# ---- regfile_sb ----
==> regfile_sb/power_grid.png <==
The bar under the picture is 100 um long. Pins as bars on the die edge.
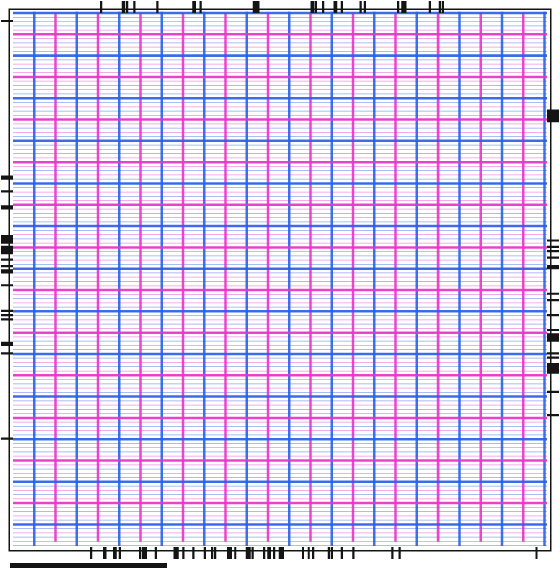

<file path="config.mk">
export PLATFORM = sky130hd
export DESIGN_NAME = regfile_sb
export DESIGN_NICKNAME = d
export VERILOG_FILES = /design/src/rtl/mips_pkg.sv /design/src/rtl/regfile_scoreboard.sv /design/src/rtl/regfile_sb.sv
export SDC_FILE = /design/constraint.sdc
export NUM_CORES = 2
export LEC_CHECK = 0
export CORE_MARGIN = 1.5
export CORE_UTILIZATION = 50
export CTS_BUF_LIST = sky130_fd_sc_hd__clkbuf_4
export DETAILED_ROUTE_END_ITERATION = 8
export GPL_TIMING_DRIVEN = 1
export PLACE_DENSITY_LB_ADDON = 0.12
export SLEW_MARGIN = 5
export SYNTH_ARGS = -nofsm -noshare
export SYNTH_HDL_FRONTEND = slang
export SYNTH_SLANG_ARGS = --single-unit
</file>
<file path="constraint.sdc">
create_clock -name clk -period 44.4 [get_ports clk]
set_clock_uncertainty 0.15 [all_clocks]
set_input_delay 6.66 -clock clk [delete_from_list [all_inputs] [get_ports clk]]
set_output_delay 6.66 -clock clk [all_outputs]
set_load 0.1 [all_outputs]
</file>
<file path="src/rtl/mips_pkg.sv">
// -----------------------------------------------------------------------------
// mips_pkg
// Shared datapath constants for the MIPS-style core. The register file, the
// issue stage and the ALU all read the architectural widths and the stack
// pointer location from here so they cannot drift apart.
//
// Contents:
//   RF_DATA_W  - architectural register width in bits
//   RF_ADDR_W  - register address width (depth = 2**RF_ADDR_W)
//   RF_SP_REG  - index of the stack-pointer register ($sp)
//   RF_SP_INIT - value $sp holds coming out of reset
//   is_zero_reg() - true for the hard-wired zero register
// -----------------------------------------------------------------------------
package mips_pkg;

  localparam int RF_DATA_W  = 32;
  localparam int RF_ADDR_W  = 5;
  localparam int RF_SP_REG  = 29;
  localparam int RF_SP_INIT = 1200;

  // Register 0 is hard-wired to zero: never written, never busy.
  function automatic logic is_zero_reg(input logic [RF_ADDR_W-1:0] idx);
    return idx == '0;
  endfunction

endpackage : mips_pkg

</file>
<file path="src/rtl/regfile_scoreboard.sv">
// -----------------------------------------------------------------------------
// regfile_scoreboard
// One busy bit per architectural register, plus a registered count of how
// many are set. A claim from issue marks a destination as having a pending
// producer; the matching writeback clears it.
//
// Ports:
//   clk       in   clock, state updates on rising edge
//   rst       in   asynchronous active-high reset, clears every busy bit
//   set_en    in   claim strobe from issue
//   set_reg   in   register being claimed
//   clr_en    in   writeback strobe
//   clr_reg   in   register being written back
//   busy      out  current busy vector (bit 0 is always 0)
//   busy_cnt  out  population count of busy, registered
// -----------------------------------------------------------------------------
module regfile_scoreboard
  import mips_pkg::*;
#(
  parameter int ADDR_W = RF_ADDR_W
) (
  input  logic                   clk,
  input  logic                   rst,
  input  logic                   set_en,
  input  logic [ADDR_W-1:0]      set_reg,
  input  logic                   clr_en,
  input  logic [ADDR_W-1:0]      clr_reg,
  output logic [(1<<ADDR_W)-1:0] busy,
  output logic [ADDR_W:0]        busy_cnt
);

  localparam int DEPTH = 1 << ADDR_W;

  logic [DEPTH-1:0] busy_q, busy_d;
  logic [ADDR_W:0]  busy_cnt_q, busy_cnt_d;

  // NOTE: every signal written in an always_comb gets a value before any
  // conditional assignment, otherwise the unassigned paths infer a latch.
  always_comb begin
    busy_d = busy_q;
    // Clear first, then set: when a new instruction claims the register
    // that is being written back this cycle, the new producer wins.
    if (clr_en) busy_d[clr_reg] = 1'b0;
    if (set_en) busy_d[set_reg] = 1'b1;
    busy_d[0] = 1'b0;

    // Count the next-state bits so the count lands on the same edge.
    busy_cnt_d = '0;
    for (int i = 0; i < DEPTH; i++) begin
      busy_cnt_d = busy_cnt_d + (ADDR_W+1)'(busy_d[i]);
    end
  end

  // NOTE: sequential state uses non-blocking assignments so every flop
  // samples the pre-edge values regardless of statement order.
  always_ff @(posedge clk or posedge rst) begin
    if (rst) begin
      busy_q     <= '0;
      busy_cnt_q <= '0;
    end else begin
      busy_q     <= busy_d;
      busy_cnt_q <= busy_cnt_d;
    end
  end

  assign busy     = busy_q;
  assign busy_cnt = busy_cnt_q;

endmodule : regfile_scoreboard

</file>
<file path="src/rtl/regfile_sb.sv">
// -----------------------------------------------------------------------------
// regfile_sb
// Architectural register file with NUM_RD combinational read ports, one
// writeback port, optional write-through forwarding, and a busy scoreboard
// that tracks registers with an outstanding producer.
//
// Ports:
//   clk        in   clock, state updates on rising edge
//   rst        in   asynchronous active-high reset
//   read_addr  in   NUM_RD x ADDR_W flattened read addresses (port k = slice k)
//   read_data  out  NUM_RD x DATA_W flattened read data (port k = slice k)
//   read_busy  out  bit k: register at read_addr[k] still has a pending write
//   write      in   writeback enable
//   writereg   in   writeback destination
//   writedata  in   writeback value
//   claim      in   issue-stage reservation strobe
//   claimreg   in   register being reserved
//   busy_cnt   out  number of registers currently busy
// -----------------------------------------------------------------------------
module regfile_sb
  import mips_pkg::*;
#(
  parameter int DATA_W  = RF_DATA_W,
  parameter int ADDR_W  = RF_ADDR_W,
  parameter int NUM_RD  = 2,          // legal range 1..4
  parameter int BYPASS  = 1,          // 1 = forward writedata to same-cycle reads
  parameter int SP_REG  = RF_SP_REG,
  parameter int SP_INIT = RF_SP_INIT
) (
  input  logic                     clk,
  input  logic                     rst,
  input  logic [NUM_RD*ADDR_W-1:0] read_addr,
  output logic [NUM_RD*DATA_W-1:0] read_data,
  output logic [NUM_RD-1:0]        read_busy,
  input  logic                     write,
  input  logic [ADDR_W-1:0]        writereg,
  input  logic [DATA_W-1:0]        writedata,
  input  logic                     claim,
  input  logic [ADDR_W-1:0]        claimreg,
  output logic [ADDR_W:0]          busy_cnt
);

  localparam int DEPTH = 1 << ADDR_W;

  logic [DATA_W-1:0] rf_q [DEPTH];
  logic [DATA_W-1:0] rf_d [DEPTH];
  logic              wr_en;
  logic [DEPTH-1:0]  busy;

  assign wr_en = write && !is_zero_reg(writereg);

  always_comb begin
    for (int i = 0; i < DEPTH; i++) begin
      rf_d[i] = rf_q[i];
    end
    if (wr_en) rf_d[writereg] = writedata;
  end

  // NOTE: the array has an asynchronous reset to a defined value ($sp gets
  // its initial stack address), so it is built from flops rather than a
  // RAM macro, which cannot be cleared in one step.
  always_ff @(posedge clk or posedge rst) begin
    if (rst) begin
      for (int i = 0; i < DEPTH; i++) begin
        rf_q[i] <= (i == SP_REG && i != 0) ? DATA_W'(SP_INIT) : '0;
      end
    end else begin
      for (int i = 0; i < DEPTH; i++) begin
        rf_q[i] <= rf_d[i];
      end
    end
  end

  regfile_scoreboard #(
    .ADDR_W (ADDR_W)
  ) u_scoreboard (
    .clk      (clk),
    .rst      (rst),
    .set_en   (claim),
    .set_reg  (claimreg),
    .clr_en   (write),
    .clr_reg  (writereg),
    .busy     (busy),
    .busy_cnt (busy_cnt)
  );

  // Read ports. Forwarding is gated by rst so a write presented during
  // reset is not visible even combinationally.
  for (genvar k = 0; k < NUM_RD; k++) begin : g_rd
    logic [ADDR_W-1:0] addr;
    logic              fwd;

    assign addr = read_addr[k*ADDR_W +: ADDR_W];
    assign fwd  = (BYPASS != 0) && wr_en && !rst && (addr == writereg);

    assign read_data[k*DATA_W +: DATA_W] =
        is_zero_reg(addr) ? '0 :
        fwd               ? writedata :
                            rf_q[addr];

    // A forwarded register already has its value, so it no longer reads busy.
    assign read_busy[k] = busy[addr] && !fwd;
  end

endmodule : regfile_sb

</file>
# ---- cdce_config_sequencer ----
<file path="src/rtl/cdce_cfg_pkg.sv">
// Shared types and constants for the CDCE configuration sequencer.
package cdce_cfg_pkg;

    localparam int unsigned CDCE_WORD_W = 32;
    localparam logic [CDCE_WORD_W-1:0] CDCE_EEPROM_CMD_DEFAULT = 32'h0000_001F;

    typedef enum logic [3:0] {
        ST_PWRUP,
        ST_IDLE,
        ST_FETCH,
        ST_ISSUE,
        ST_WAIT_ACK,
        ST_WAIT_DONE,
        ST_GAP,
        ST_DONE,
        ST_ERROR
    } cdce_state_t;

    function automatic int unsigned cdce_max3(input int unsigned a,
                                              input int unsigned b,
                                              input int unsigned c);
        int unsigned m;
        m = (a > b) ? a : b;
        return (m > c) ? m : c;
    endfunction

endpackage

</file>
<file path="src/rtl/cdce_cfg_timer.sv">
// Loadable down-counter with zero flag; saturates at zero.
module cdce_cfg_timer
    import cdce_cfg_pkg::*;
#(
    parameter int unsigned      WIDTH       = 8,
    parameter logic [WIDTH-1:0] RESET_VALUE = '0
) (
    input  logic             clk,
    input  logic             reset_n,
    input  logic             load,
    input  logic [WIDTH-1:0] value,
    output logic             zero
);

    logic [WIDTH-1:0] count;

    always_ff @(posedge clk) begin
        if (!reset_n) begin
            count <= RESET_VALUE;
        end else if (load) begin
            count <= value;
        end else if (!zero) begin
            count <= count - WIDTH'(1);
        end
    end

    assign zero = (count == '0);

endmodule

</file>
<file path="src/rtl/cdce_config_sequencer.sv">
// Walks the CDCE register table and drives the serializer handshake.
// Optional trailing EEPROM-store command: define CDCE_CFG_EEPROM_EN.
module cdce_config_sequencer
    import cdce_cfg_pkg::*;
#(
    parameter int unsigned NUM_WORDS      = 9,
    parameter int unsigned POWERUP_CYCLES = 1000,
    parameter int unsigned GAP_CYCLES     = 4,
    parameter int unsigned TIMEOUT_CYCLES = 255,
    parameter logic [CDCE_WORD_W-1:0] EEPROM_CMD = CDCE_EEPROM_CMD_DEFAULT,
    localparam int unsigned AW = (NUM_WORDS > 1) ? $clog2(NUM_WORDS) : 1
) (
    input  logic                   clk,
    input  logic                   reset_n,
    input  logic                   start,
    output logic [AW-1:0]          word_addr,
    input  logic [CDCE_WORD_W-1:0] word_data,
    output logic                   ser_enable,
    output logic                   ser_start,
    output logic [CDCE_WORD_W-1:0] ser_data,
    input  logic                   ser_done,
    output logic                   busy,
    output logic                   config_done,
    output logic                   error
);

`ifdef CDCE_CFG_EEPROM_EN
    localparam bit EEPROM_EN = 1'b1;
`else
    localparam bit EEPROM_EN = 1'b0;
`endif

    localparam int unsigned CNT_MAX  = cdce_max3(POWERUP_CYCLES, GAP_CYCLES, TIMEOUT_CYCLES);
    localparam int unsigned CNT_W    = (CNT_MAX < 1) ? 1 : $clog2(CNT_MAX + 1);
    localparam int unsigned TO_LOAD  = (TIMEOUT_CYCLES > 0) ? TIMEOUT_CYCLES - 1 : 0;
    localparam int unsigned GAP_LOAD = (GAP_CYCLES > 0) ? GAP_CYCLES - 1 : 0;
    localparam logic [AW-1:0] LAST_ADDR = AW'(NUM_WORDS - 1);

    cdce_state_t      state;
    logic             tail_sent;
    logic             tmr_load;
    logic [CNT_W-1:0] tmr_value;
    logic             tmr_zero;
    logic             word_finished;

    // One shared timer: PWRUP runs from the reset value, the handshake and
    // gap phases reload on entry. PWRUP therefore spans POWERUP_CYCLES plus
    // the reset-release cycle.
    cdce_cfg_timer #(
        .WIDTH       (CNT_W),
        .RESET_VALUE (CNT_W'(POWERUP_CYCLES))
    ) u_timer (
        .clk     (clk),
        .reset_n (reset_n),
        .load    (tmr_load),
        .value   (tmr_value),
        .zero    (tmr_zero)
    );

    always_comb begin
        tmr_load  = 1'b0;
        tmr_value = '0;
        case (state)
            ST_ISSUE: begin
                tmr_load  = 1'b1;
                tmr_value = CNT_W'(TO_LOAD);
            end
            ST_WAIT_ACK: begin
                if (!ser_done) begin
                    tmr_load  = 1'b1;
                    tmr_value = CNT_W'(TO_LOAD);
                end
            end
            ST_WAIT_DONE: begin
                if (ser_done) begin
                    tmr_load  = 1'b1;
                    tmr_value = CNT_W'(GAP_LOAD);
                end
            end
            default: ;
        endcase
    end

    // A zero-length gap finishes the word straight out of WAIT_DONE.
    assign word_finished = ((state == ST_WAIT_DONE) && ser_done && (GAP_CYCLES == 0)) ||
                           ((state == ST_GAP) && tmr_zero);

    always_ff @(posedge clk) begin
        if (!reset_n) begin
            state       <= ST_PWRUP;
            word_addr   <= '0;
            ser_enable  <= 1'b0;
            ser_start   <= 1'b0;
            ser_data    <= '0;
            busy        <= 1'b0;
            config_done <= 1'b0;
            error       <= 1'b0;
            tail_sent   <= 1'b0;
        end else begin
            ser_enable <= 1'b1;
            case (state)
                ST_PWRUP: begin
                    if (POWERUP_CYCLES == 0) begin
                        state <= ST_IDLE;
                        busy  <= 1'b0;
                    end else begin
                        busy <= 1'b1;
                        if (tmr_zero) begin
                            state     <= ST_FETCH;
                            word_addr <= '0;
                            tail_sent <= 1'b0;
                        end
                    end
                end
                ST_IDLE, ST_DONE, ST_ERROR: begin
                    if (start) begin
                        state       <= ST_FETCH;
                        word_addr   <= '0;
                        config_done <= 1'b0;
                        error       <= 1'b0;
                        busy        <= 1'b1;
                        tail_sent   <= 1'b0;
                    end
                end
                ST_FETCH: begin
                    ser_data  <= word_data;
                    ser_start <= 1'b1;
                    state     <= ST_ISSUE;
                end
                ST_ISSUE: begin
                    state <= ST_WAIT_ACK;
                end
                ST_WAIT_ACK: begin
                    if (!ser_done) begin
                        ser_start <= 1'b0;
                        state     <= ST_WAIT_DONE;
                    end else if (tmr_zero) begin
                        ser_start <= 1'b0;
                        error     <= 1'b1;
                        busy      <= 1'b0;
                        state     <= ST_ERROR;
                    end
                end
                ST_WAIT_DONE: begin
                    if (ser_done) begin
                        if (GAP_CYCLES != 0) begin
                            state <= ST_GAP;
                        end
                    end else if (tmr_zero) begin
                        error <= 1'b1;
                        busy  <= 1'b0;
                        state <= ST_ERROR;
                    end
                end
                ST_GAP: ;
                default: begin
                    state <= ST_IDLE;
                    busy  <= 1'b0;
                end
            endcase

            if (word_finished) begin
                if (EEPROM_EN && !tail_sent && (word_addr == LAST_ADDR)) begin
                    tail_sent <= 1'b1;
                    ser_data  <= EEPROM_CMD;
                    ser_start <= 1'b1;
                    state     <= ST_ISSUE;
                end else if (tail_sent || (word_addr == LAST_ADDR)) begin
                    config_done <= 1'b1;
                    busy        <= 1'b0;
                    state       <= ST_DONE;
                end else begin
                    word_addr <= word_addr + AW'(1);
                    state     <= ST_FETCH;
                end
            end
        end
    end

endmodule

</file>
<file path="config.mk">
export PLATFORM = sky130hd
export DESIGN_NAME = cdce_config_sequencer
export DESIGN_NICKNAME = d
export VERILOG_FILES = /design/src/rtl/cdce_cfg_pkg.sv /design/src/rtl/cdce_cfg_timer.sv /design/src/rtl/cdce_config_sequencer.sv
export SDC_FILE = /design/constraint.sdc
export NUM_CORES = 1
export LEC_CHECK = 0
export CORE_UTILIZATION = 45
export CTS_BUF_LIST = sky130_fd_sc_hd__clkbuf_4 sky130_fd_sc_hd__clkbuf_8
export CTS_CLUSTER_SIZE = 25
export DETAILED_ROUTE_END_ITERATION = 10
export PLACE_DENSITY = 0.77
export SETUP_SLACK_MARGIN = 0.4
export SLEW_MARGIN = 30
export SYNTH_ARGS = -nofsm -noshare
export SYNTH_HDL_FRONTEND = slang
export SYNTH_SLANG_ARGS = --single-unit
</file>
<file path="constraint.sdc">
create_clock -name clk -period 4 [get_ports clk]
set_input_delay 0.4 -clock clk [delete_from_list [all_inputs] [get_ports clk]]
set_output_delay 0.4 -clock clk [all_outputs]
set_load 0.05 [all_outputs]
</file>
# ---- conv2d_stream_engine ----
[config.mk]
export PLATFORM = sky130hd
export DESIGN_NAME = conv2d_stream_engine
export DESIGN_NICKNAME = d
export VERILOG_FILES = /design/src/rtl/conv2d_stream_engine.sv
export SDC_FILE = /design/constraint.sdc
export NUM_CORES = 2
export LEC_CHECK = 0
export ABC_AREA = 1
export CAP_MARGIN = 20
export CELL_PAD_IN_SITES_DETAIL_PLACEMENT = 2
export CELL_PAD_IN_SITES_GLOBAL_PLACEMENT = 2
export CORE_MARGIN = 2
export CORE_UTILIZATION = 36
export CTS_CLUSTER_DIAMETER = 40
export DETAILED_ROUTE_END_ITERATION = 10
export GPL_TIMING_DRIVEN = 1
export PLACE_DENSITY_LB_ADDON = 0.1
export SLEW_MARGIN = 20
export SYNTH_ARGS = -nofsm -noshare
export SYNTH_HDL_FRONTEND = slang
export SYNTH_SLANG_ARGS = --single-unit
[constraint.sdc]
create_clock -name clk -period 10 [get_ports clk]
set_clock_uncertainty 0.2 [all_clocks]
set_input_delay 2 -clock clk [delete_from_list [all_inputs] [get_ports clk]]
set_output_delay 2 -clock clk [all_outputs]
set_load 0.02 [all_outputs]
[src/rtl/conv2d_stream_engine.sv]
// Clocked 2-D convolver: tap register file, one external pixel read per cycle, valid/ready
// result with floor shift and saturation. Define CONV_RELU_EN to clamp negative results to 0.
module conv2d_stream_engine #(
  parameter int DATA_W  = 16,
  parameter int FRAC_W  = 10,
  parameter int MAX_IMG = 32,
  parameter int MAX_K   = 5,
  parameter int ADDR_W  = $clog2(MAX_IMG*MAX_IMG),
  parameter int TAP_AW  = $clog2(MAX_K*MAX_K)
) (
  input  logic              clk,
  input  logic              reset,
  input  logic              start,
  input  logic [15:0]       img_size,
  input  logic [15:0]       filter_size,
  input  logic [1:0]        stride,
  input  logic              flt_we,
  input  logic [TAP_AW-1:0] flt_addr,
  input  logic [DATA_W-1:0] flt_data,
  output logic              img_rd,
  output logic [ADDR_W-1:0] img_addr,
  input  logic [DATA_W-1:0] img_data,
  output logic              out_valid,
  input  logic              out_ready,
  output logic [DATA_W-1:0] out_data,
  output logic [7:0]        out_row,
  output logic [7:0]        out_col,
  output logic              busy,
  output logic              done,
  output logic              err
);

  localparam int NTAPS = MAX_K * MAX_K;
  localparam int ACC_W = 2*DATA_W + TAP_AW;

  typedef enum logic [2:0] {IDLE, FETCH, DRAIN, OUTPUT, DONE} state_t;

  state_t                   state;
  logic signed [DATA_W-1:0] taps [NTAPS];
  logic [7:0]               cfg_n, cfg_k, o_last;
  logic [1:0]               cfg_s;
  logic [7:0]               kr, kc, orow, ocol, win_row, win_col;
  logic [TAP_AW-1:0]        t, tap_q;
  logic                     rd_q;
  logic signed [ACC_W-1:0]  acc;

  logic                     cfg_valid;
  logic [15:0]              diff, o_span;
  logic signed [2*DATA_W-1:0] prod;
  logic signed [ACC_W-1:0]  acc_next, shifted;
  logic                     fits;
  logic [DATA_W-1:0]        sat, result;
  logic [7:0]               s8;

  function automatic logic [ADDR_W-1:0] addr_of(input logic [7:0] row, input logic [7:0] col,
                                                input logic [7:0] n);
    return ADDR_W'(row) * ADDR_W'(n) + ADDR_W'(col);
  endfunction

  assign s8 = {6'd0, cfg_s};

  always_comb begin
    // NOTE: every always_comb output gets a default first so no latch is inferred.
    cfg_valid = (filter_size >= 16'd1) && (filter_size <= 16'(MAX_K)) &&
                (img_size >= filter_size) && (img_size <= 16'(MAX_IMG)) && (stride != 2'd0);
    diff      = img_size - filter_size;
    case (stride)
      2'd1:    o_span = diff;
      2'd2:    o_span = diff >> 1;
      default: o_span = diff / 16'd3;
    endcase

    prod = '0;
    if (rd_q) prod = $signed(img_data) * taps[tap_q];
    acc_next = acc + ACC_W'(prod);
    shifted  = acc_next >>> FRAC_W;
    // Fits in DATA_W when every bit above the result sign bit matches it.
    fits = (&shifted[ACC_W-1:DATA_W-1]) | ~(|shifted[ACC_W-1:DATA_W-1]);
    if (fits)                 sat = shifted[DATA_W-1:0];
    else if (shifted[ACC_W-1]) sat = {1'b1, {(DATA_W-1){1'b0}}};
    else                      sat = {1'b0, {(DATA_W-1){1'b1}}};
`ifdef CONV_RELU_EN
    result = sat[DATA_W-1] ? '0 : sat;
`else
    result = sat;
`endif
  end

  always_ff @(posedge clk) begin
    if (reset) begin
      state <= IDLE;
      // NOTE: the tap file is a register array, so it can and must be cleared by reset.
      for (int i = 0; i < NTAPS; i++) taps[i] <= '0;
      cfg_n <= '0; cfg_k <= '0; cfg_s <= '0; o_last <= '0;
      kr <= '0; kc <= '0; orow <= '0; ocol <= '0; win_row <= '0; win_col <= '0;
      t <= '0; tap_q <= '0; rd_q <= 1'b0; acc <= '0;
      img_rd <= 1'b0; img_addr <= '0; out_valid <= 1'b0; out_data <= '0;
      out_row <= '0; out_col <= '0; busy <= 1'b0; done <= 1'b0; err <= 1'b0;
    end else begin
      // NOTE: non-blocking assignments throughout keep every register sampling pre-edge values.
      done <= 1'b0;
      err  <= 1'b0;
      if (flt_we && !busy && int'(flt_addr) < NTAPS) taps[flt_addr] <= flt_data;

      case (state)
        IDLE: if (start) begin
          if (!cfg_valid) begin
            done <= 1'b1;
            err  <= 1'b1;
          end else begin
            cfg_n   <= img_size[7:0];
            cfg_k   <= filter_size[7:0];
            cfg_s   <= stride;
            o_last  <= o_span[7:0];
            kr <= '0; kc <= '0; t <= '0; rd_q <= 1'b0; acc <= '0;
            orow <= '0; ocol <= '0; win_row <= '0; win_col <= '0;
            img_rd   <= 1'b1;
            img_addr <= '0;
            busy     <= 1'b1;
            state    <= FETCH;
          end
        end

        FETCH: begin
          rd_q  <= 1'b1;
          tap_q <= t;
          t     <= t + 1'b1;
          acc   <= acc_next;
          if (kc == cfg_k - 8'd1) begin
            kc <= '0;
            if (kr == cfg_k - 8'd1) begin
              img_rd <= 1'b0;
              state  <= DRAIN;
            end else begin
              kr       <= kr + 8'd1;
              img_addr <= addr_of(win_row + kr + 8'd1, win_col, cfg_n);
            end
          end else begin
            kc       <= kc + 8'd1;
            img_addr <= addr_of(win_row + kr, win_col + kc + 8'd1, cfg_n);
          end
        end

        DRAIN: begin
          acc       <= acc_next;
          rd_q      <= 1'b0;
          out_valid <= 1'b1;
          out_data  <= result;
          out_row   <= orow;
          out_col   <= ocol;
          state     <= OUTPUT;
        end

        OUTPUT: if (out_ready) begin
          out_valid <= 1'b0;
          if (orow == o_last && ocol == o_last) begin
            busy  <= 1'b0;
            done  <= 1'b1;
            state <= DONE;
          end else begin
            if (ocol == o_last) begin
              ocol     <= '0;
              win_col  <= '0;
              orow     <= orow + 8'd1;
              win_row  <= win_row + s8;
              img_addr <= addr_of(win_row + s8, 8'd0, cfg_n);
            end else begin
              ocol     <= ocol + 8'd1;
              win_col  <= win_col + s8;
              img_addr <= addr_of(win_row, win_col + s8, cfg_n);
            end
            kr <= '0; kc <= '0; t <= '0; acc <= '0;
            img_rd <= 1'b1;
            state  <= FETCH;
          end
        end

        DONE:    state <= IDLE;
        default: state <= IDLE;
      endcase
    end
  end

endmodule

==> cdce_config_sequencer/placement.png <==
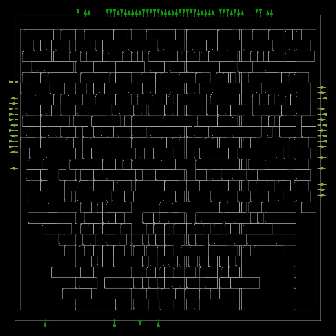
Post-Route Utilization: 0.650
TAP cells: 70
register fraction of the total cell area: 0.321
core area: 0.00527 mm2

==> results.txt, cdce_config_sequencer <==
The run has ended; figures from its reports follow.

Multi-input logic gates represent a cell area share of 0.378. The capture point of the critical path was reported as state[1]. The class of the tightest hold or removal check is flip-flop to flip-flop. After synthesis, the netlist uses roughly 54 different library cells. The clock network power reported by the tool is about 430 uW.

The area fraction in and, or, nand and nor cells after synthesis came out at 0.256. The share of the clock period used by the worst path after layout came out at 0.581. The synthesis report names the predominant flop master as sky130_fd_sc_hd__dfxtp_1. By startpoint and endpoint, the worst setup path is classified as flip-flop to flip-flop.

The routed design uses 3050 um of met2 wire. The part of the total power dissipated in combinational logic is 0.429. The Yosys warning count is 0. Setup repair after global routing left no endpoint under its margin. The number of antenna diodes came out at 0.

The setup slack of the most critical reg-to-reg path came out at 1.68 ns. Hold analysis lists the worst path endpoint as ser_data[5]. Per report_power, the Sequential row totals between 700 and 800 uW. The adder and majority cell fraction of the synthesized area came out at 0.0237. In the global route stage, met1 resource usage came out at 0.274.

The depth of the CTS H-tree is 2. The post-synth tally of flip-flops with integrated enable came out at 0. The number of CTS-inserted buffers came out at 5. The number of instances in the synthesized netlist is 316. The number of flip-flops and latches is ~55. At the pin with the least slew margin, the transition time is 0.670 ns. The via count of the routed design is between 2k and 2.5k. After global routing, the most crowded layer is met2. The number of hold buffers added after CTS came out at 0.

The run finished with clean final reports.
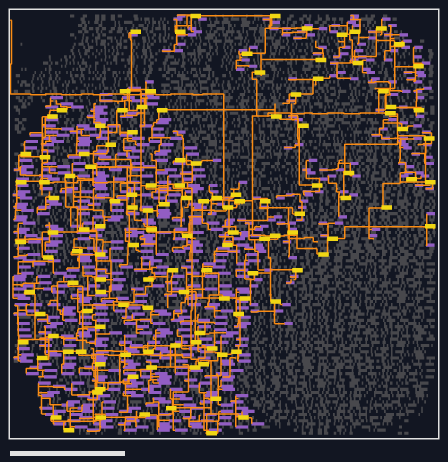
(conv2d_stream_engine/clk_routes.png)
The bar under the picture is 100 um long.
Key: yellow = clock drivers [count 130]; orange = clock wires [length 12100 um]; purple = flip-flops [count 689]
Position of the flops: widely spread. There are 131 routed clock nets.
clock share of power: 0.276
power of the clock network: 4430 uW
worst-skew pair later-pin latency: 0.79 ns

==> results.txt, conv2d_stream_engine <==
The run has ended; figures from its reports follow.

The flow ran to the end, but the final reports show violations. The final reports fail on negative setup slack. After synthesis the cells add up to about 0.049 mm2. The leakage power is 0.0278 uW. The total non-filler cell area in the finished layout is ~0.063 mm2. The count of standard-cell rows is 134. In this run the count of I/O pins placed on the die edge is approximately 120. The area fraction in and, or, nand and nor cells after synthesis came out at 0.170. The power attributed to combinational cells is 8390 uW.

The share of the clock period used by the worst path after layout came out at 1.18. The aggregate routed wire length came out at ~200000 um. Including well taps, the total number of placed cells is 7695. In the final layout, the registers with the most flip-flops are taps x512, acc x37, out_data x16.

The area figure in the yosys stat output is approximately 0.049 mm2. The yosys stat cell total came out at between 5k and 6k. Summed over all routing layers, the global router reports a total usage of 0.285. On the critical path the largest part of the delay comes from adder cells. From the final report, the count of setup violators was given as 28. The startpoint identified for the worst hold timing path is img_addr[1]. The number of antenna diodes is 1.

Summing all multi-input logic gate instances after layout gives approximately 0.027 mm2. STA classifies the critical path startpoint as a flip-flop. The number of global-route vias before repair is approximately 48k. The non-clock inverters instantiated in the layout total between 800 and 900. Setup slack on the critical path of the routed design comes to -1.78 ns. The cell resize tally after clock tree synthesis is 186. The final-layout clock buffer total is roughly 150. The post-route core utilization is 0.469. Sequential cells placed in the final layout were counted as slightly below 700.
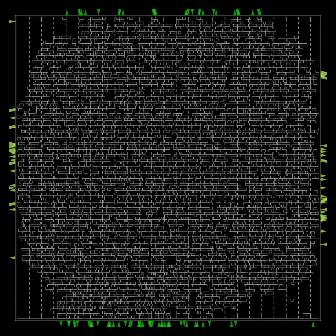
(regfile_sb/placement.png)
TAP cells: 1524
fill cell instance count of the final layout: 9788
core area: 0.116 mm2
registers: 1061

## Picture notes: regfile_sb/power_grid.png
Key: blue = VSS; magenta = VDD
25 straps on met5. 126 met1 rails follow the rows. 128 signal pins sit on the boundary. 25 straps on met4.
Max rail drop VDD: 0.102 mV
vertical extent of the die: 345 um
Die Span X: 345 um

==> results.txt, regfile_sb <==
The run has ended; figures from its reports follow.

The number of antenna diodes is 7. The critical path contains buffers and inverters numbering 5 combined. The aggregate routed wire length came out at 193000 um. Summed over all failing endpoints, the final setup total negative slack is 0 ns. The net count entering floorplan came out at approximately 4.3k. Of the total synthesized cell area, the portion taken by AND, OR, NAND and NOR gates is 0.0249. The top cell type in the final layout, fill and taps aside, is sky130_fd_sc_hd__dfrtp_1. The area figure in the yosys stat output came out at about 0.058 mm2.

The final-layout clock buffer total came out at 464. The final hold violation count recorded for this run is 0. The share of the synthesized area in the top cell type came out at 0.453. The number of CTS-inserted buffers came out at 313. Clock-pin slew was measured on the worst setup and hold paths at around 0.060 ns. According to the I/O placement log, the pin count is 128. The flow ran to the end, and the final reports show no timing, DRC or antenna violations. The number of nets with antenna violations after routing is 0. The clock latency on the worst-skew pair came out at about 1.3 ns. The pin count of the biggest net entering global routing is between 150 and 200. The largest cell class by area is logic gates.

The path with the worst hold slack has its endpoint at rf_q[1012]. The fraction of power consumed by sequential logic came out at 0.407. The count of TritonRoute iterations in the first routing pass came out at 8.

The number of max-capacitance violations reported came out at 0. Per STA, the endpoint of the critical path is read_data[13]. The Yosys warning count came out at 0.

The number of cells after detailed placement came out at 5453. The and-or/or-and share of the synthesized area came out at 0.0743. After floorplanning, the die was sized to cover around 0.12 mm2.

The final timing report lists a max-slew violation count of 0. The post-route core utilization is 0.552.

# ---- pulse_req_queue_flat ----
==> pulse_req_queue_flat/power_grid.png <==
The bar under the picture is 10 um long. Pins as bars on the die edge.
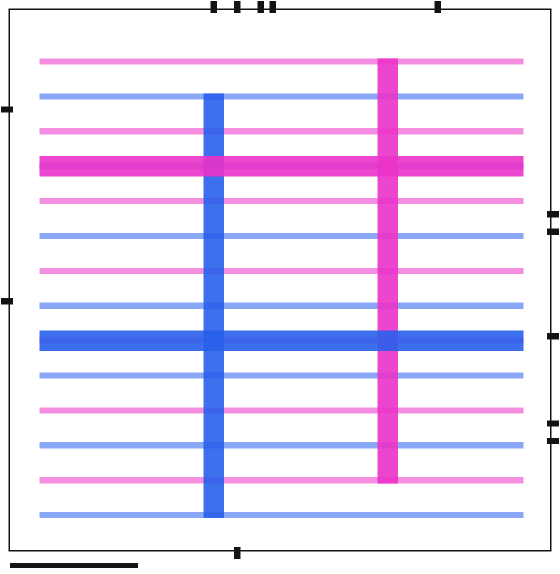
==> pulse_req_queue_flat/placement_by_type.png <==
The bar under the picture is 10 um long.
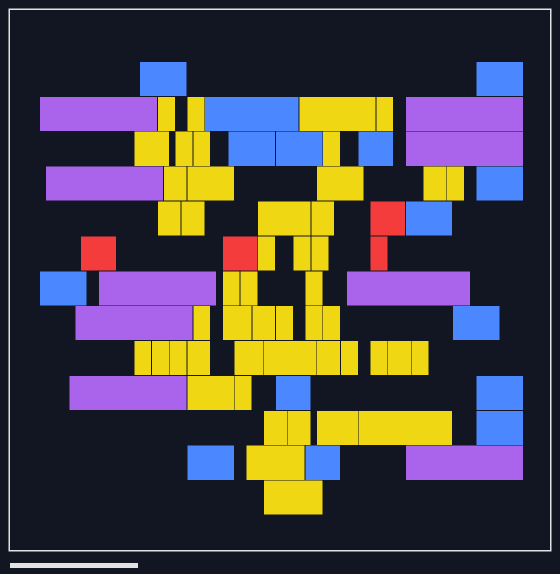
**config.mk**
```make
export PLATFORM = sky130hd
export DESIGN_NAME = pulse_req_queue_flat
export DESIGN_NICKNAME = d
export VERILOG_FILES = /design/src/rtl/pulse_req_queue_if.sv /design/src/rtl/pulse_req_queue.sv /design/src/flat_wrapper.sv
export SDC_FILE = /design/constraint.sdc
export NUM_CORES = 1
export LEC_CHECK = 0
export ABC_AREA = 1
export CAP_MARGIN = 20
export CORE_MARGIN = 2
export CORE_UTILIZATION = 35
export DETAILED_ROUTE_END_ITERATION = 10
export PLACE_DENSITY = 0.63
export SYNTH_ARGS = -nofsm -noshare
export SYNTH_HDL_FRONTEND = slang
export SYNTH_SLANG_ARGS = --single-unit
```
**constraint.sdc**
```tcl
create_clock -name clk_a -period 1.9 [get_ports clk_a]
set_input_delay 0.285 -clock clk_a [delete_from_list [all_inputs] [get_ports clk_a]]
set_output_delay 0.285 -clock clk_a [all_outputs]
set_load 0.05 [all_outputs]
```
**src/rtl/pulse_req_queue_if.sv**
```systemverilog
// Handshake bundle between the event source, the pulse queue and the
// downstream fast-to-slow pulse synchronizer.
interface pulse_req_queue_if #(
    parameter int CNT_W = 4
);
    logic             evt_in;
    logic             sync_busy;
    logic             clr_ovf;
    logic             sig_out;
    logic [CNT_W-1:0] pending;
    logic             ovf;
    logic             busy_err;
    logic             idle;

    // Source/synchronizer side: drives requests and busy, observes the queue.
    modport master (
        output evt_in, sync_busy, clr_ovf,
        input  sig_out, pending, ovf, busy_err, idle
    );

    // Queue side.
    modport slave (
        input  evt_in, sync_busy, clr_ovf,
        output sig_out, pending, ovf, busy_err, idle
    );
endinterface

```
**src/rtl/pulse_req_queue.sv**
```systemverilog
// Pulse request queue: counts incoming events and issues them one at a time
// as single-cycle pulses to a fast-to-slow pulse synchronizer, waiting for
// the synchronizer's busy flag to rise and fall between pulses.
module pulse_req_queue #(
    parameter int CNT_W = 4
) (
    input  logic               clk_a,
    input  logic               rst,
    pulse_req_queue_if.slave   bus
);
    typedef enum logic [1:0] {
        IDLE      = 2'd0,
        ISSUE     = 2'd1,
        WAIT_BUSY = 2'd2,
        WAIT_DONE = 2'd3
    } state_t;

    localparam logic [CNT_W-1:0] PEND_MAX = '1;

    state_t           state, state_nxt;
    logic [CNT_W-1:0] pending;
    logic             sig_q;
    logic             ovf_q;
    logic             busy_err_q;
    logic             issue;
    logic             sat_drop;

    // The ISSUE cycle is the one that consumes a queued event.
    assign issue    = (state == ISSUE);
    // An event arriving at saturation is dropped unless the issue frees a slot.
    assign sat_drop = bus.evt_in && !issue && (pending == PEND_MAX);

    // State register.
    always_ff @(posedge clk_a or negedge rst) begin
        if (!rst) state <= IDLE;
        else      state <= state_nxt;
    end

    // Next-state logic.
    always_comb begin
        state_nxt = state;
        case (state)
            IDLE:      if (pending != '0 && !bus.sync_busy) state_nxt = ISSUE;
            ISSUE:     state_nxt = WAIT_BUSY;
            WAIT_BUSY: state_nxt = bus.sync_busy ? WAIT_DONE : IDLE;
            WAIT_DONE: if (!bus.sync_busy) state_nxt = IDLE;
            default:   state_nxt = IDLE;
        endcase
    end

    // sig_out comes straight from a flop that mirrors entry into ISSUE.
    always_ff @(posedge clk_a or negedge rst) begin
        if (!rst) sig_q <= 1'b0;
        else      sig_q <= (state_nxt == ISSUE);
    end

    // Pending counter: +1 per event, -1 per issue, saturating at the top.
    always_ff @(posedge clk_a or negedge rst) begin
        if (!rst)
            pending <= '0;
        else if (bus.evt_in && !issue && !sat_drop)
            pending <= pending + 1'b1;
        else if (!bus.evt_in && issue)
            pending <= pending - 1'b1;
    end

    // Sticky overflow flag; a new drop beats a simultaneous clear.
    always_ff @(posedge clk_a or negedge rst) begin
        if (!rst)             ovf_q <= 1'b0;
        else if (sat_drop)    ovf_q <= 1'b1;
        else if (bus.clr_ovf) ovf_q <= 1'b0;
    end

    // Sticky error when the synchronizer never acknowledged a pulse.
    always_ff @(posedge clk_a or negedge rst) begin
        if (!rst)                                      busy_err_q <= 1'b0;
        else if (state == WAIT_BUSY && !bus.sync_busy) busy_err_q <= 1'b1;
    end

    assign bus.sig_out  = sig_q;
    assign bus.pending  = pending;
    assign bus.ovf      = ovf_q;
    assign bus.busy_err = busy_err_q;
    assign bus.idle     = (state == IDLE) && (pending == '0);
endmodule

```
**src/flat_wrapper.sv**
```systemverilog
// flat-port wrapper written by rule: the top's interface ports become plain ports
module pulse_req_queue_flat 
#(
    parameter int CNT_W = 4
)
  (clk_a, rst, bus_evt_in, bus_sync_busy, bus_clr_ovf, bus_sig_out, bus_pending, bus_ovf, bus_busy_err, bus_idle);
  pulse_req_queue_if #(.CNT_W(CNT_W)) bus_i ();
  input  logic clk_a;
  input  logic rst;
  input wire logic [$bits(bus_i.evt_in)-1:0] bus_evt_in;
  input wire logic [$bits(bus_i.sync_busy)-1:0] bus_sync_busy;
  input wire logic [$bits(bus_i.clr_ovf)-1:0] bus_clr_ovf;
  output wire logic [$bits(bus_i.sig_out)-1:0] bus_sig_out;
  output wire logic [$bits(bus_i.pending)-1:0] bus_pending;
  output wire logic [$bits(bus_i.ovf)-1:0] bus_ovf;
  output wire logic [$bits(bus_i.busy_err)-1:0] bus_busy_err;
  output wire logic [$bits(bus_i.idle)-1:0] bus_idle;
  assign bus_i.evt_in = bus_evt_in;
  assign bus_i.sync_busy = bus_sync_busy;
  assign bus_i.clr_ovf = bus_clr_ovf;
  assign bus_sig_out = bus_i.sig_out;
  assign bus_pending = bus_i.pending;
  assign bus_ovf = bus_i.ovf;
  assign bus_busy_err = bus_i.busy_err;
  assign bus_idle = bus_i.idle;
  pulse_req_queue #(.CNT_W(CNT_W)) u_core (.clk_a(clk_a), .rst(rst), .bus(bus_i));
endmodule
```
==> results.txt <==
The run has ended; figures from its reports follow.

The layout report lists the non-clock buffer share of cell area as 0.214. The inverter tally of the final layout excluding the clock network is 11. The net switching power of the design came out at ~650 uW. The end of the worst register-to-register path is u_core.bus.pending[2]. The endpoint arrival time on the critical path is 1.53 ns. The post-synth tally of flip-flops with integrated enable is 0. According to the Yosys statistics, the synthesized design has a chip area of ~500 um2. Counting only logic cells after layout, the most numerous master is sky130_fd_sc_hd__nand2_1. met3 track demand over resource after global routing is 0.0819. Of the total power, combinational logic draws 0.605. The run finished with clean final reports.

Per the synthesis report, the dominant area consumer among library cells is sky130_fd_sc_hd__dfrtp_1. The pin count of the biggest net entering global routing is 10. A synthesized cell averages roughly 8.9 um2. The routing usage on met2 came out at 0.191. By startpoint and endpoint, the worst setup path is classified as flip-flop to output pin.
## Picture notes: pulse_req_queue_flat/power_grid.png
Key: blue = VSS; magenta = VDD
2 straps on met5. 2 straps on met4. 14 met1 rails follow the rows. The core has 13 rows. 13 signal pins sit on the boundary.
Max rail drop VDD: 0.927 mV
Die Span X: 42.1 um
vertical extent of the die: 42.1 um
core area: 0.00133 mm2

## Picture notes: pulse_req_queue_flat/placement_by_type.png
Key: blue = other buffers and delay cells [cells 15]; yellow = combinational and other logic [cells 48]; purple = flops [cells 9]; red = clock drivers and dummy loads [cells 4]
final non-filler cell area: 712 um2
std cell rows: 13
Post-Route Utilization: 0.534



## Gallery

Wiring by layer.
Only two layers are drawn.
shot_01.png
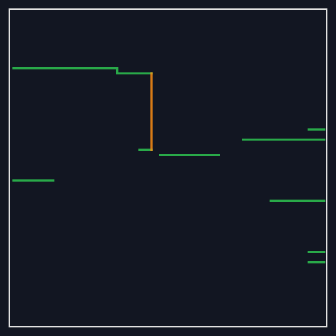
shot_02.png
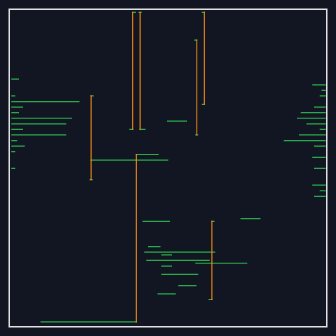
shot_03.png
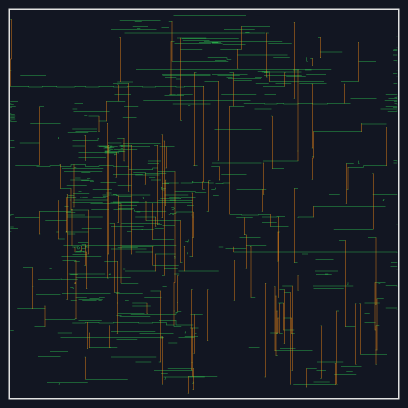
shot_04.png
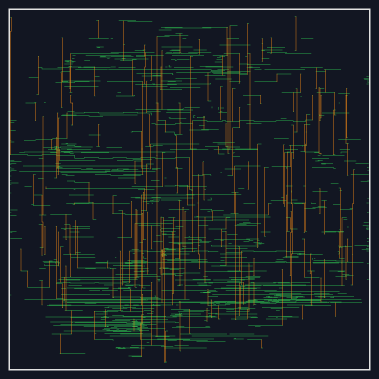
The one with the least wire is shot_01.png.
shot_03.png comes from conv2d_stream_engine.
shot_04.png comes from regfile_sb.
shot_01.png comes from pulse_req_queue_flat.
shot_02.png comes from cdce_config_sequencer.


==> layout pictures side by side <==
Clock wires, drivers and flops.
Plate I
The bar under the picture is 100 um long.
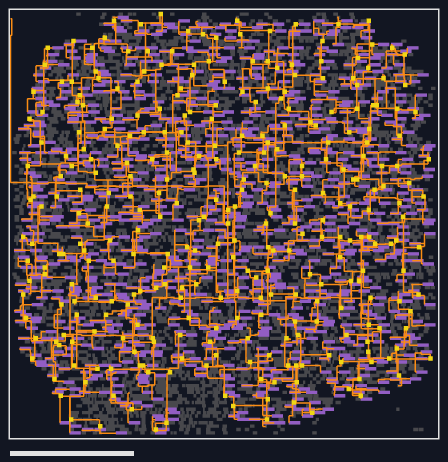
Plate II
The bar under the picture is 20 um long.
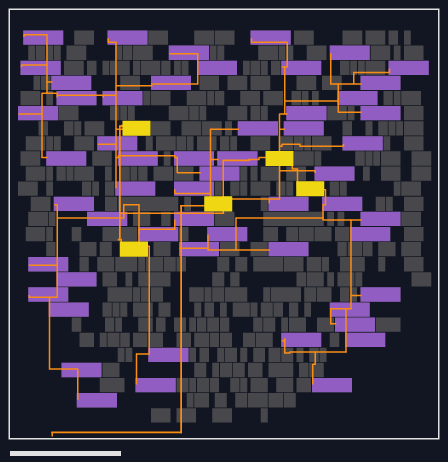
Plate III
The bar under the picture is 10 um long.
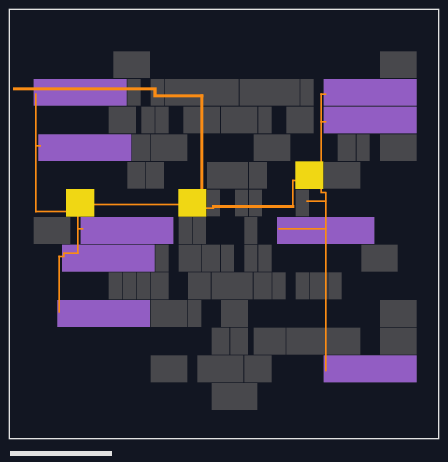
pulse_req_queue_flat -> Plate III
regfile_sb -> Plate I
cdce_config_sequencer -> Plate II

Key to Plate II:
Key: purple = flip-flops [count 55]; orange = clock wires [length 635 um]; yellow = clock drivers [count 5]
Position of the flops: widely spread.

No activity file was given, so power comes from the tool's default toggle rates.
